==================== spi_cmd_sequencer
<file path="src/rtl/spi_cmd_sequencer.sv">
// spi_cmd_fifo: circular FIFO for queued SPI byte commands, with an occupancy count.
// Latency: an accepted push shows up in count and rd_dat on the next cycle.
// Backpressure: full is asserted at count==DEPTH, and a push while full is ignored. There is no bypass.
module spi_cmd_fifo #(
  parameter  int WIDTH = 12,
  parameter  int DEPTH = 4,
  localparam int AW    = $clog2(DEPTH),
  localparam int CW    = $clog2(DEPTH + 1)
) (
  input  logic             clk,
  input  logic             reset,
  input  logic             push,
  input  logic [WIDTH-1:0] wr_dat,
  input  logic             pop,
  output logic [WIDTH-1:0] rd_dat,
  output logic             full,
  output logic [CW-1:0]    count
);

  logic [WIDTH-1:0] mem [DEPTH];
  logic [AW-1:0]    wr_ptr;
  logic [AW-1:0]    rd_ptr;
  logic             do_push;
  logic             do_pop;

  assign full    = (count == CW'(DEPTH));
  assign do_push = push && !full;
  assign do_pop  = pop && (count != '0);
  assign rd_dat  = mem[rd_ptr];

  // Storage array. No reset is needed because an entry is always written before it is read.
  always_ff @(posedge clk) begin
    if (do_push) begin
      mem[wr_ptr] <= wr_dat;
    end
  end

  // The pointers wrap modulo DEPTH for free because DEPTH is a power of two. A push and a pop in the same cycle leave count unchanged.
  always_ff @(posedge clk) begin
    if (reset) begin
      wr_ptr <= '0;
      rd_ptr <= '0;
      count  <= '0;
    end else begin
      if (do_push) wr_ptr <= wr_ptr + 1'b1;
      if (do_pop)  rd_ptr <= rd_ptr + 1'b1;
      case ({do_push, do_pop})
        2'b10:   count <= count + 1'b1;
        2'b01:   count <= count - 1'b1;
        default: count <= count;
      endcase
    end
  end

endmodule

// spi_cmd_sequencer: queues SPI byte commands and plays each one into the master as exactly one CS window.
// Latency: a command accepted in cycle t drives spi_cs from t+3 to t+2+BYTE_CYCLES. A read response is valid 2 cycles after the window at the earliest.
// Backpressure: cmd_ready drops while the FIFO is full. A held rsp_valid stalls the sequencer in WAIT_RSP, so no new window starts.
module spi_cmd_sequencer #(
  parameter  int DEPTH       = 4,
  parameter  int BYTE_CYCLES = 8,
  parameter  int GAP_CYCLES  = 2,
  localparam int CW          = $clog2(DEPTH + 1)
) (
  input  logic          clk,
  input  logic          reset,
  input  logic          cmd_valid,
  output logic          cmd_ready,
  input  logic [1:0]    cmd_cs,
  input  logic [1:0]    cmd_rw,
  input  logic [7:0]    cmd_data,
  output logic [1:0]    spi_cs,
  output logic [1:0]    spi_rw,
  output logic [7:0]    spi_tx_data,
  input  logic [7:0]    spi_rx_data,
  output logic          rsp_valid,
  input  logic          rsp_ready,
  output logic [7:0]    rsp_data,
  output logic [1:0]    rsp_cs,
  output logic [CW-1:0] cmd_count,
  output logic          busy,
  output logic          err_drop
);

  typedef struct packed {
    logic [1:0] cs;
    logic [1:0] rw;
    logic [7:0] data;
  } cmd_t;

  typedef enum logic [2:0] {
    S_IDLE     = 3'd0,
    S_LOAD     = 3'd1,
    S_SHIFT    = 3'd2,
    S_WAIT_RSP = 3'd3,
    S_GAP      = 3'd4
  } state_t;

  localparam int BW = (BYTE_CYCLES > 1) ? $clog2(BYTE_CYCLES) : 1;
  localparam int GW = (GAP_CYCLES > 1) ? $clog2(GAP_CYCLES) : 1;
  localparam logic [BW-1:0] BIT_LAST = BW'(BYTE_CYCLES - 1);
  localparam logic [GW-1:0] GAP_LAST = GW'((GAP_CYCLES > 0) ? GAP_CYCLES - 1 : 0);
  // With no gap configured, a finished byte goes straight back to IDLE.
  localparam state_t AFTER_BYTE = (GAP_CYCLES == 0) ? S_IDLE : S_GAP;

  state_t        state;
  state_t        state_nxt;
  cmd_t          cmd_in;
  cmd_t          head;
  logic          fifo_full;
  logic          fifo_pop;
  logic          shift_last;
  logic          rsp_slot;

  logic [BW-1:0] bit_cnt;
  logic [BW-1:0] bit_cnt_nxt;
  logic [GW-1:0] gap_cnt;
  logic [GW-1:0] gap_cnt_nxt;
  logic [7:0]    rx_hold;
  logic [7:0]    rx_hold_nxt;
  logic [1:0]    cur_cs;
  logic [1:0]    cur_cs_nxt;
  logic [1:0]    cur_rw;
  logic [1:0]    cur_rw_nxt;
  logic [1:0]    spi_cs_nxt;
  logic [1:0]    spi_rw_nxt;
  logic [7:0]    spi_tx_data_nxt;
  logic          rsp_valid_nxt;
  logic [7:0]    rsp_data_nxt;
  logic [1:0]    rsp_cs_nxt;
  logic          err_drop_nxt;

  assign cmd_in    = '{cs: cmd_cs, rw: cmd_rw, data: cmd_data};
  assign cmd_ready = !fifo_full;

  spi_cmd_fifo #(
    .WIDTH ($bits(cmd_t)),
    .DEPTH (DEPTH)
  ) u_fifo (
    .clk    (clk),
    .reset  (reset),
    .push   (cmd_valid),
    .wr_dat (cmd_in),
    .pop    (fifo_pop),
    .rd_dat (head),
    .full   (fifo_full),
    .count  (cmd_count)
  );

  assign shift_last = (state == S_SHIFT) && (bit_cnt == BIT_LAST);
  // The response register can take a new byte when it is empty or is being drained this cycle.
  assign rsp_slot   = !rsp_valid || rsp_ready;
  assign busy       = (state != S_IDLE) || (cmd_count != '0);

  // State register.
  always_ff @(posedge clk) begin
    if (reset) begin
      state <= S_IDLE;
    end else begin
      state <= state_nxt;
    end
  end

  // Next-state logic. A command with cs==0 is dropped in LOAD and never opens a window.
  always_comb begin
    state_nxt = state;
    case (state)
      S_IDLE:     if (cmd_count != '0) state_nxt = S_LOAD;
      S_LOAD:     state_nxt = (head.cs == 2'd0) ? S_IDLE : S_SHIFT;
      S_SHIFT:    if (bit_cnt == BIT_LAST) state_nxt = cur_rw[1] ? S_WAIT_RSP : AFTER_BYTE;
      S_WAIT_RSP: if (rsp_slot) state_nxt = AFTER_BYTE;
      S_GAP:      if (gap_cnt == GAP_LAST) state_nxt = S_IDLE;
      default:    state_nxt = S_IDLE;
    endcase
  end

  // Output and datapath next values. Every output is registered below, and spi_tx_data keeps its last byte outside SHIFT.
  always_comb begin
    fifo_pop        = 1'b0;
    bit_cnt_nxt     = bit_cnt;
    gap_cnt_nxt     = gap_cnt;
    rx_hold_nxt     = rx_hold;
    cur_cs_nxt      = cur_cs;
    cur_rw_nxt      = cur_rw;
    spi_cs_nxt      = spi_cs;
    spi_rw_nxt      = spi_rw;
    spi_tx_data_nxt = spi_tx_data;
    rsp_valid_nxt   = rsp_valid && !rsp_ready;
    rsp_data_nxt    = rsp_data;
    rsp_cs_nxt      = rsp_cs;
    err_drop_nxt    = 1'b0;
    case (state)
      S_IDLE: begin
        spi_cs_nxt = 2'd0;
        spi_rw_nxt = 2'd0;
      end
      S_LOAD: begin
        fifo_pop = 1'b1;
        if (head.cs == 2'd0) begin
          err_drop_nxt = 1'b1;
        end else begin
          spi_cs_nxt      = head.cs;
          spi_rw_nxt      = head.rw;
          spi_tx_data_nxt = head.data;
          cur_cs_nxt      = head.cs;
          cur_rw_nxt      = head.rw;
          bit_cnt_nxt     = '0;
        end
      end
      S_SHIFT: begin
        bit_cnt_nxt = bit_cnt + 1'b1;
        if (shift_last) begin
          rx_hold_nxt = spi_rx_data;
          spi_cs_nxt  = 2'd0;
          spi_rw_nxt  = 2'd0;
          gap_cnt_nxt = '0;
        end
      end
      S_WAIT_RSP: begin
        if (rsp_slot) begin
          rsp_valid_nxt = 1'b1;
          rsp_data_nxt  = rx_hold;
          rsp_cs_nxt    = cur_cs;
          gap_cnt_nxt   = '0;
        end
      end
      S_GAP: begin
        gap_cnt_nxt = gap_cnt + 1'b1;
      end
      default: begin
        spi_cs_nxt = 2'd0;
        spi_rw_nxt = 2'd0;
      end
    endcase
  end

  // Output and datapath registers. Reset drops any byte in flight and any pending response.
  always_ff @(posedge clk) begin
    if (reset) begin
      bit_cnt     <= '0;
      gap_cnt     <= '0;
      rx_hold     <= '0;
      cur_cs      <= '0;
      cur_rw      <= '0;
      spi_cs      <= '0;
      spi_rw      <= '0;
      spi_tx_data <= '0;
      rsp_valid   <= 1'b0;
      rsp_data    <= '0;
      rsp_cs      <= '0;
      err_drop    <= 1'b0;
    end else begin
      bit_cnt     <= bit_cnt_nxt;
      gap_cnt     <= gap_cnt_nxt;
      rx_hold     <= rx_hold_nxt;
      cur_cs      <= cur_cs_nxt;
      cur_rw      <= cur_rw_nxt;
      spi_cs      <= spi_cs_nxt;
      spi_rw      <= spi_rw_nxt;
      spi_tx_data <= spi_tx_data_nxt;
      rsp_valid   <= rsp_valid_nxt;
      rsp_data    <= rsp_data_nxt;
      rsp_cs      <= rsp_cs_nxt;
      err_drop    <= err_drop_nxt;
    end
  end

endmodule

</file>
<file path="config.mk">
export PLATFORM = sky130hd
export DESIGN_NAME = spi_cmd_sequencer
export DESIGN_NICKNAME = d
export VERILOG_FILES = /design/src/rtl/spi_cmd_sequencer.sv
export SDC_FILE = /design/constraint.sdc
export NUM_CORES = 1
export LEC_CHECK = 0
export ABC_AREA = 1
export CAP_MARGIN = 20
export CORE_UTILIZATION = 40
export CTS_CLUSTER_DIAMETER = 200
export CTS_CLUSTER_SIZE = 10
export DETAILED_ROUTE_END_ITERATION = 16
export SLEW_MARGIN = 20
export SYNTH_ARGS = -nofsm -noshare
export SYNTH_HDL_FRONTEND = slang
export SYNTH_SLANG_ARGS = --single-unit
export TNS_END_PERCENT = 30
</file>
<file path="constraint.sdc">
create_clock -name clk -period 5 [get_ports clk]
set_input_delay 0.75 -clock clk [delete_from_list [all_inputs] [get_ports clk]]
set_output_delay 0.75 -clock clk [all_outputs]
set_load 0.005 [all_outputs]
</file>
==================== uart_cmd_ctrl
$ cat src/rtl/lotr_pkg.sv
// Shared ring-fabric types: opcodes carried on the C2F request/response channels.
package lotr_pkg;

    typedef enum logic [1:0] {
        RD     = 2'd0,
        WR     = 2'd1,
        RD_RSP = 2'd2,
        WR_RSP = 2'd3
    } t_opcode;

endpackage

$ cat src/rtl/uart_cmd_ctrl.sv
// Terminal command sequencer: parses 'W'/'R' host frames from the UART, issues one C2F
// request per frame, waits for the fabric response and returns ACK / read data / ERR bytes.
module uart_cmd_ctrl
    import lotr_pkg::*;
#(
    parameter int         BYTE_TIMEOUT = 65536,
    parameter int         RSP_TIMEOUT  = 1024,
    parameter logic [7:0] ACK_BYTE     = 8'h4B,
    parameter logic [7:0] ERR_BYTE     = 8'h45
) (
    input  logic        clk,
    input  logic        rst,
    input  logic        rx_byte_valid,
    input  logic [7:0]  rx_byte_data,
    output logic        tx_byte_valid,
    output logic [7:0]  tx_byte_data,
    input  logic        tx_byte_ready,
    output logic        C2F_ReqValidQ500H,
    output t_opcode     C2F_ReqOpcodeQ500H,
    output logic [31:0] C2F_ReqAddressQ500H,
    output logic [31:0] C2F_ReqDataQ500H,
    output logic [1:0]  C2F_ReqThreadIDQ500H,
    input  logic        C2F_RspValidQ502H,
    input  t_opcode     C2F_RspOpcodeQ502H,
    input  logic [31:0] C2F_RspDataQ502H,
    input  logic        C2F_RspStall,
    output logic        busy,
    output logic        err_pulse
);

    localparam int BT_W = $clog2(BYTE_TIMEOUT + 1);
    localparam int RT_W = $clog2(RSP_TIMEOUT + 1);

    typedef enum logic [2:0] {
        IDLE, GET_ADDR, GET_DATA, ISSUE, WAIT_RSP, SEND_RD, SEND_ACK, SEND_ERR
    } t_state;

    t_state            r_state, w_stateNext;
    logic              r_wr, w_wrNext;
    logic [31:0]       r_addr, w_addrNext;
    logic [31:0]       r_data, w_dataNext;
    logic [31:0]       r_rdata, w_rdataNext;
    logic [1:0]        r_cnt, w_cntNext;
    logic [BT_W-1:0]   r_byteTmr, w_byteTmrNext;
    logic [RT_W-1:0]   r_rspTmr, w_rspTmrNext;
    logic              r_txValid, w_txValidNext;
    logic [7:0]        r_txData, w_txDataNext;
    logic              r_err, w_err;
    logic              w_txDone;

    assign w_txDone = r_txValid && tx_byte_ready;

    always_ff @(posedge clk or posedge rst) begin
        if (rst) begin
            r_state   <= IDLE;
            r_wr      <= 1'b0;
            r_addr    <= '0;
            r_data    <= '0;
            r_rdata   <= '0;
            r_cnt     <= '0;
            r_byteTmr <= '0;
            r_rspTmr  <= '0;
            r_txValid <= 1'b0;
            r_txData  <= '0;
            r_err     <= 1'b0;
        end else begin
            r_state   <= w_stateNext;
            r_wr      <= w_wrNext;
            r_addr    <= w_addrNext;
            r_data    <= w_dataNext;
            r_rdata   <= w_rdataNext;
            r_cnt     <= w_cntNext;
            r_byteTmr <= w_byteTmrNext;
            r_rspTmr  <= w_rspTmrNext;
            r_txValid <= w_txValidNext;
            r_txData  <= w_txDataNext;
            r_err     <= w_err;
        end
    end

    always_comb begin
        w_stateNext         = r_state;
        w_wrNext            = r_wr;
        w_addrNext          = r_addr;
        w_dataNext          = r_data;
        w_rdataNext         = r_rdata;
        w_cntNext           = r_cnt;
        w_byteTmrNext       = r_byteTmr;
        w_rspTmrNext        = r_rspTmr;
        w_txValidNext       = r_txValid;
        w_txDataNext        = r_txData;
        w_err               = 1'b0;
        C2F_ReqValidQ500H   = 1'b0;
        C2F_ReqOpcodeQ500H  = RD;
        C2F_ReqAddressQ500H = '0;
        C2F_ReqDataQ500H    = '0;

        case (r_state)
            IDLE: begin
                w_byteTmrNext = '0;
                w_cntNext     = '0;
                if (rx_byte_valid) begin
                    if (rx_byte_data == 8'h57) begin
                        w_stateNext = GET_ADDR;
                        w_wrNext    = 1'b1;
                    end else if (rx_byte_data == 8'h52) begin
                        w_stateNext = GET_ADDR;
                        w_wrNext    = 1'b0;
                    end else begin
                        w_err = 1'b1;
                    end
                end
            end
            GET_ADDR, GET_DATA: begin
                if (rx_byte_valid) begin
                    w_byteTmrNext = '0;
                    w_cntNext     = r_cnt + 2'd1;
                    if (r_state == GET_ADDR) begin
                        w_addrNext = {r_addr[23:0], rx_byte_data};
                    end else begin
                        w_dataNext = {r_data[23:0], rx_byte_data};
                    end
                    if (r_cnt == 2'd3) begin
                        w_stateNext = (r_state == GET_ADDR && r_wr) ? GET_DATA : ISSUE;
                    end
                end else if (r_byteTmr == BT_W'(BYTE_TIMEOUT - 1)) begin
                    w_stateNext = IDLE;
                    w_err       = 1'b1;
                end else begin
                    w_byteTmrNext = r_byteTmr + 1'b1;
                end
            end
            ISSUE: begin
                if (!C2F_RspStall) begin
                    C2F_ReqValidQ500H   = 1'b1;
                    C2F_ReqOpcodeQ500H  = r_wr ? WR : RD;
                    C2F_ReqAddressQ500H = r_addr;
                    C2F_ReqDataQ500H    = r_wr ? r_data : 32'h0;
                    w_rspTmrNext        = '0;
                    w_stateNext         = WAIT_RSP;
                end
            end
            // WAIT_RSP lasts at most RSP_TIMEOUT cycles; a response in the last one still wins.
            WAIT_RSP: begin
                if (C2F_RspValidQ502H && C2F_RspOpcodeQ502H == RD_RSP) begin
                    w_rdataNext   = C2F_RspDataQ502H;
                    w_cntNext     = '0;
                    w_txValidNext = 1'b1;
                    w_txDataNext  = C2F_RspDataQ502H[31:24];
                    w_stateNext   = SEND_RD;
                end else if (C2F_RspValidQ502H && C2F_RspOpcodeQ502H == WR) begin
                    w_txValidNext = 1'b1;
                    w_txDataNext  = ACK_BYTE;
                    w_stateNext   = SEND_ACK;
                end else if (r_rspTmr == RT_W'(RSP_TIMEOUT - 1)) begin
                    w_txValidNext = 1'b1;
                    w_txDataNext  = ERR_BYTE;
                    w_err         = 1'b1;
                    w_stateNext   = SEND_ERR;
                end else begin
                    w_rspTmrNext = r_rspTmr + 1'b1;
                end
            end
            SEND_RD: begin
                if (w_txDone) begin
                    if (r_cnt == 2'd3) begin
                        w_txValidNext = 1'b0;
                        w_txDataNext  = '0;
                        w_stateNext   = IDLE;
                    end else begin
                        w_cntNext    = r_cnt + 2'd1;
                        w_rdataNext  = {r_rdata[23:0], 8'h00};
                        w_txDataNext = r_rdata[23:16];
                    end
                end
            end
            SEND_ACK, SEND_ERR: begin
                if (w_txDone) begin
                    w_txValidNext = 1'b0;
                    w_txDataNext  = '0;
                    w_stateNext   = IDLE;
                end
            end
            default: w_stateNext = IDLE;
        endcase

        // Bytes arriving while a frame is in flight are overruns: dropped, state untouched.
        if (rx_byte_valid && (r_state inside {ISSUE, WAIT_RSP, SEND_RD, SEND_ACK, SEND_ERR})) begin
            w_err = 1'b1;
        end
    end

    assign tx_byte_valid        = r_txValid;
    assign tx_byte_data         = r_txData;
    assign C2F_ReqThreadIDQ500H = 2'd0;
    assign busy                 = (r_state != IDLE);
    assign err_pulse            = r_err;

endmodule

$ cat config.mk
export PLATFORM = sky130hd
export DESIGN_NAME = uart_cmd_ctrl
export DESIGN_NICKNAME = d
export VERILOG_FILES = /design/src/rtl/lotr_pkg.sv /design/src/rtl/uart_cmd_ctrl.sv
export SDC_FILE = /design/constraint.sdc
export NUM_CORES = 1
export LEC_CHECK = 0
export ABC_AREA = 1
export CAP_MARGIN = 20
export CELL_PAD_IN_SITES_DETAIL_PLACEMENT = 2
export CELL_PAD_IN_SITES_GLOBAL_PLACEMENT = 2
export CORE_ASPECT_RATIO = 1.4
export CORE_MARGIN = 1.5
export CORE_UTILIZATION = 25
export CTS_BUF_LIST = sky130_fd_sc_hd__clkbuf_4 sky130_fd_sc_hd__clkbuf_8
export DETAILED_ROUTE_END_ITERATION = 8
export HOLD_SLACK_MARGIN = 0.12
export PLACE_DENSITY = 0.74
export SLEW_MARGIN = 20
export SYNTH_ARGS = -nofsm -noshare
export SYNTH_HDL_FRONTEND = slang
export SYNTH_SLANG_ARGS = --single-unit
$ cat constraint.sdc
create_clock -name clk -period 5.2 [get_ports clk]
set_input_delay 1.04 -clock clk [delete_from_list [all_inputs] [get_ports clk]]
set_output_delay 1.04 -clock clk [all_outputs]
set_load 0.03 [all_outputs]
==================== smac_seq_ctrl
$ cat config.mk
export PLATFORM = sky130hd
export DESIGN_NAME = smac_seq_ctrl
export DESIGN_NICKNAME = d
export VERILOG_FILES = /design/src/rtl/smac_seq_ctrl.sv
export SDC_FILE = /design/constraint.sdc
export NUM_CORES = 1
export LEC_CHECK = 0
export ABC_CLOCK_PERIOD_IN_PS = 2200
export CORE_AREA = 2 2 63 59
export DETAILED_ROUTE_END_ITERATION = 8
export DIE_AREA = 0 0 65 61
export GPL_ROUTABILITY_DRIVEN = 0
export PLACE_DENSITY = 0.74
export SLEW_MARGIN = 15
export SYNTH_ARGS = -nofsm -noshare
export SYNTH_HDL_FRONTEND = slang
export SYNTH_SLANG_ARGS = --single-unit
$ cat constraint.sdc
create_clock -name clk -period 2.2 [get_ports clk]
set_input_delay 0.22 -clock clk [delete_from_list [all_inputs] [get_ports clk]]
set_output_delay 0.22 -clock clk [all_outputs]
set_load 0.005 [all_outputs]
$ cat src/rtl/smac_seq_ctrl.sv
// rtl/smac_seq_ctrl.sv - bit-serial MAC sequencer: operand load, AC2 clear, Pw shift cycles, result handshake
module smac_seq_ctrl #(
  parameter int M  = 16,
  parameter int Pa = 8,
  parameter int Pw = 4,
  parameter int LW = 8
) (
  input  logic                    clk,
  input  logic                    rst_n,
  input  logic                    start,
  input  logic [LW-1:0]           cfg_len,
  input  logic                    abort,
  input  logic                    stall,
  input  logic                    op_valid,
  output logic                    op_ready,
  output logic                    ld_en,
  output logic                    cl_en,
  output logic                    w_and_s,
  output logic [$clog2(Pw)-1:0]   bit_idx,
  output logic                    msb_sub,
  output logic                    res_valid,
  input  logic                    res_ready,
  output logic [LW-1:0]           vec_cnt,
  output logic                    busy,
  output logic                    done
);

  localparam int BW = $clog2(Pw);

  if (M < 1 || Pa < 1 || Pw < 2) begin : g_bad_param
    $error("smac_seq_ctrl: M, Pa must be >= 1 and Pw >= 2");
  end

  typedef enum logic [1:0] {IDLE, LOAD, SHIFT, DONE} state_t;

  state_t          state_q;
  logic [BW-1:0]   bit_cnt_q;
  logic [LW-1:0]   vec_cnt_q;
  logic [LW-1:0]   len_q;
  logic            done_q;
  logic            last_bit;
  logic            abort_act;
  logic            shift_act;

  assign last_bit  = (bit_cnt_q == BW'(Pw - 1));
  assign abort_act = abort && (state_q != IDLE);
  // abort outranks every strobe so a discarded dot product never touches AC2
  assign shift_act = (state_q == SHIFT) && !stall && !abort;

  always_ff @(posedge clk or negedge rst_n) begin
    if (!rst_n) begin
      state_q   <= IDLE;
      bit_cnt_q <= '0;
      vec_cnt_q <= '0;
      len_q     <= '0;
      done_q    <= 1'b0;
    end else begin
      done_q <= 1'b0;
      if (abort_act) begin
        state_q   <= IDLE;
        bit_cnt_q <= '0;
        vec_cnt_q <= '0;
      end else begin
        case (state_q)
          IDLE: begin
            if (start) begin
              if (cfg_len != '0) begin
                len_q     <= cfg_len;
                vec_cnt_q <= '0;
                state_q   <= LOAD;
              end else begin
                done_q <= 1'b1;
              end
            end
          end
          LOAD: begin
            if (op_valid) begin
              bit_cnt_q <= '0;
              state_q   <= SHIFT;
            end
          end
          SHIFT: begin
            if (!stall) begin
              if (last_bit) begin
                bit_cnt_q <= '0;
                state_q   <= DONE;
              end else begin
                bit_cnt_q <= bit_cnt_q + 1'b1;
              end
            end
          end
          DONE: begin
            if (res_ready) begin
              if (vec_cnt_q == len_q - LW'(1)) begin
                vec_cnt_q <= '0;
                done_q    <= 1'b1;
                state_q   <= IDLE;
              end else begin
                vec_cnt_q <= vec_cnt_q + 1'b1;
                state_q   <= LOAD;
              end
            end
          end
          default: state_q <= IDLE;
        endcase
      end
    end
  end

  assign op_ready  = (state_q == LOAD) && !abort;
  assign ld_en     = (state_q == LOAD) && op_valid && !abort;
  assign cl_en     = ld_en || abort_act;
  assign w_and_s   = shift_act;
  assign msb_sub   = shift_act && last_bit;
  assign bit_idx   = (state_q == SHIFT) ? bit_cnt_q : '0;
  assign res_valid = (state_q == DONE);
  assign vec_cnt   = vec_cnt_q;
  assign busy      = (state_q != IDLE);
  assign done      = done_q;

endmodule

==> uart_cmd_ctrl/congestion_map.png <==
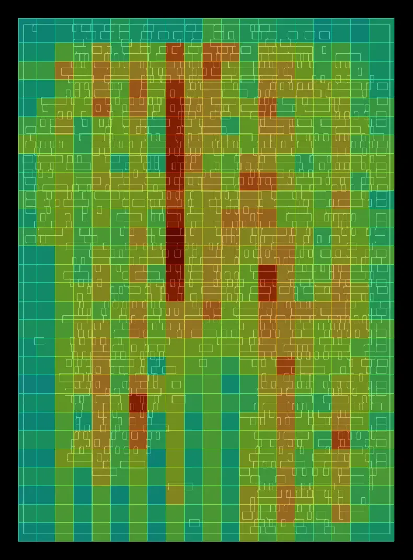
gr busiest metal: met2
final core utilization: 32.6%
Routed wire per std cell: 14.8 um
met1 Track Usage GR: 17.3%

==> uart_cmd_ctrl/floorplan.png <==
Drawn at 2 px/um. Pins as bars on the die edge.
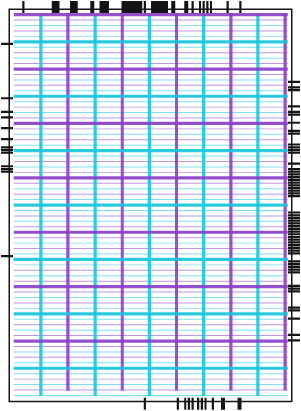
Key: VSS = cyan; VDD = purple
14 straps on met5. 128 signal pins sit on the boundary.

==> deck_impl_summary.md, uart_cmd_ctrl <==
Flow Results at a Glance

Power and ir drop
  • Worst VDD drop: 166 uV
  • Clock group: 944 uW
  • Seq. pwr: 1640 uW
  • Power, Total: 4100 uW
  • Combinational share of power: 37.0%

Placed design
  • Pre-CTS setup slack: 0.872 ns
  • Port bufs: 124

Critical path
  • Crit-path max FO: 32
  • Worst EP required: 4.16 ns
  • Critical path buffer and inverter count: 3
  • Slowest Stage Delay on Critical Path: 0.70 ns

Logic synthesis
  • Post-synth top cells: 175 x nand2_1, 132 x dfrtp_1, 126 x inv_1
  • Synth warn: 0
  • Post-synth EDFFs: 0
  • Most common cell in the netlist: nand2_1
  • Area fraction in compound gates: 13.0%
  • Syn avg cell area: 7.82 um^2

Cells and area
  • Layout clock buffers: 20
  • ClkCell Share: 5.01%
  • Design area: 0.00851 mm^2
  • Data buffer area share: 15.2%
  • Max-area cell class: registers

Clock network
  • CTS Buf Count: 17
  • Sinks on the clock net: 132
  • H-tree depth: 4

Die
  • Die x size: 140 um

Outcome
  • Status: finished, final reports clean

Drt
  • DR iter-0 viols: 186

Timing
  • Setup-failing EPs final: 0
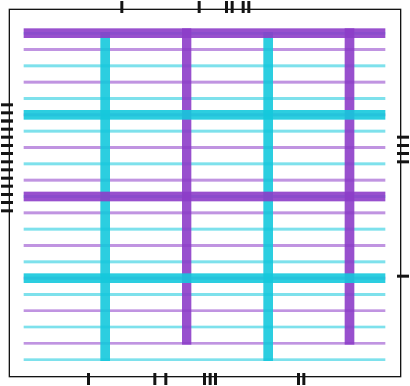
(smac_seq_ctrl/floorplan.png)
Drawn at 6 px/um. Pins as bars on the die edge.
Key: VDD = purple; VSS = cyan
4 straps on met5. The core has 20 rows.
total core area: 0.00328 mm^2
Worst VDD drop: 545 uV
Die H: 61 um
die x size: 65 um

==> smac_seq_ctrl/congestion_map.png <==
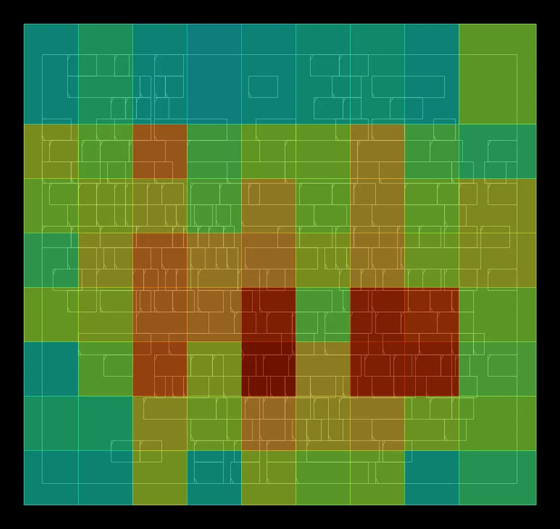
final core utilization: 63.5%
GRT Util Overall: 19.3%
Routed wire per std cell: 14.4 um
gr busiest metal: met2
Global Route met3 Usage: 2.78%

==> deck_impl_summary.md, smac_seq_ctrl <==
Flow Results at a Glance

Outcome
  • Status: finished, violations left
  • Failing checks: negative setup slack

Job
  • Max-capacitance violation count: 0
  • OpenROAD warnings: 33

Placed design
  • DP HPWL: 2.84 mm
  • Dpl cell area: 0.00198 mm^2
  • Port bufs: 32
  • Pre-CTS setup slack: -0.274 ns

Clock network
  • Reg clk slew, reported paths: 0.08 ns
  • CTS Buf Count: 3
  • CTS Hold Buffers Added: 0
  • Clock Tree Buf Depth: 2

Logic synthesis
  • Post-synth EDFFs: 0
  • Top cell type by total area after synthesis: dfrtp_1
  • Mux cell area share: 6.96%
  • Most common cell in the netlist: dfrtp_1
  • Mapped Cells: 147

Drt
  • DR iter-0 viols: 48
  • Top routing layer used: met4
  • Detailed route wirelength on metal2: 1.80 mm
  • Remaining DRCs: 0

Global routing
  • Largest net degree at the start of global routing: 22
  • First-pass GRT wire length: 5.87 mm
  • Initial antenna violation count: 0
  • Total grt overflow: 0

Min path
  • Min-delay worst type: in2async

Timing
  • Fin Clk Skew: 0.00458 ns
  • Fmax: 419 MHz
  • RSZ-0062 raised after global routing: true
  • Setup ws final: -0.185 ns
  • Setup-failing EPs final: 10

Cells and area
  • Post-Layout Cell Count: 250
  • Most frequent cells in the layout: 32 x clkdlybuf4s50_1, 24 x buf_4, 21 x dfrtp_1, 11 x nand2_1, 9 x xor2_1

Die
  • Site Rows: 20
  • FP Core Util: 43.9%

Critical path
  • Crit path DAT: 2.51 ns
  • Cell family with most CP delay: AND-OR/OR-AND gates
  • Critical path class: reg2reg
  • Critical path buffer and inverter count: 2
  • Worst EP required: 2.33 ns
  • CP Cell Sequence: inv_1 > ha_2 > or3b_4 > o31a_1 > a2111o_1 > a2111oi_4 > buf_4 > nor3_1

Power and ir drop
  • Sw Share: 39.8%
  • Power, Total: 2160 uW
  • Combinational gate power: 1320 uW
==> spi_cmd_sequencer/floorplan.png <==
Drawn at 4 px/um. Pins as bars on the die edge.
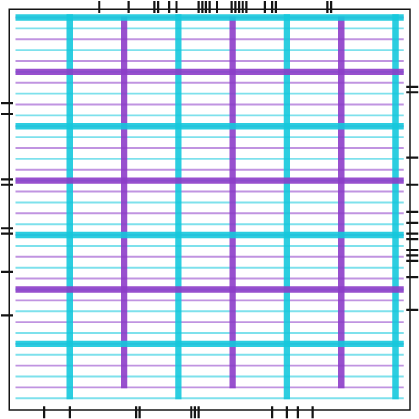
Key: VDD = purple; VSS = cyan
The core has 35 rows. 7 straps on met4. 36 met1 rails follow the rows. 53 signal pins sit on the boundary.
die x size: 99.8 um
Die H: 99.8 um

==> deck_impl_summary.md, spi_cmd_sequencer <==
Flow Results at a Glance

Die
  • IO Count: 53

Logic synthesis
  • Synth warn: 0
  • Async SR Flop Fraction: 0%
  • Simple share: 13.2%
  • Area fraction in compound gates: 13.9%

Clock network
  • CTS Buf Count: 9
  • CTS Hold Buffers Added: 0

Drt
  • Post-DRT Antenna Nets: 0
  • Detailed route wirelength on metal2: 3.33 mm

Cells and area
  • FF+latch area: 0.00246 mm^2
  • Flop count: 99
  • Most frequent cells in the layout: 54 x nor2_1, 53 x o21ai_0, 52 x clkdlybuf4s50_1, 51 x dfxtp_1, 48 x edfxtp_1
  • # diodes: 0
  • Commonest Layout Cell: nor2_1
  • Multi-input logic portion of the cell area: 24.6%

Timing
  • Setup ws final: 2.58 ns
  • Fin crit share: 48.3%

Outcome
  • Status: finished, final reports clean

Global routing
  • GRT Util Overall: 15.9%
  • Initial antenna violation count: 0
  • Gr busiest metal: met2

Power and ir drop
  • Combinational share of power: 24.2%
  • Combinational gate power: 524 uW

Critical path
  • CP Cell Sequence: clkdlybuf4s50_1 > inv_1 > o21ai_0 > a21oi_1
  • Slowest stage cell on the critical path: inv_1

Min path
  • Hold depth: 2

Job
  • OpenROAD warnings: 29


==> layout pictures side by side <==
Placement by cell class.
Plate I
Drawn at 8 px/um. Fill, decap, tap and diode cells in gray.
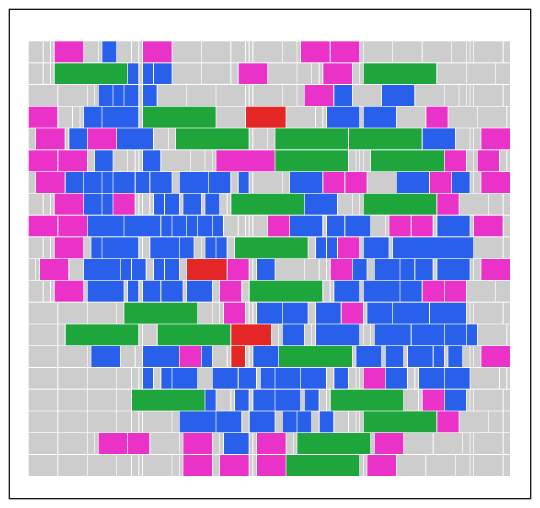
Plate II
Drawn at 4 px/um. Fill, decap, tap and diode cells in gray.
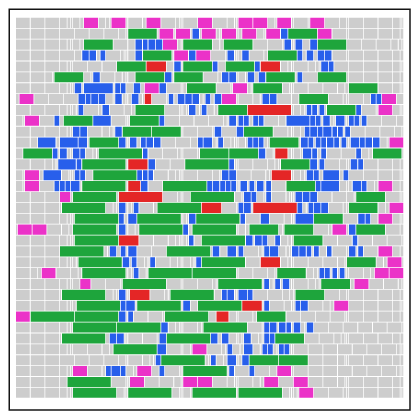
Plate III
Drawn at 2 px/um. Fill, decap, tap and diode cells in gray.
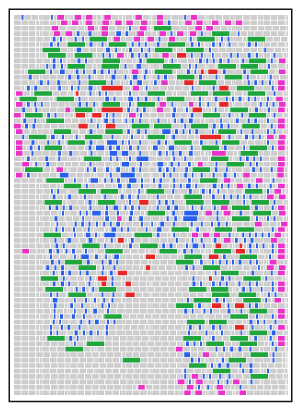
spi_cmd_sequencer -> Plate II
smac_seq_ctrl -> Plate I
uart_cmd_ctrl -> Plate III
Of these, fewest sequential cells: Plate I
Of these, largest die: Plate III

Key to Plate I:
Key: remaining logic cells = blue [cells 124]; remaining buffers and delay cells = magenta [cells 57]; clock drivers and dummy loads = red [cells 4]; sequential cells = green [cells 21]

Power figures rest on the tool's default switching activity, not on a simulated workload.
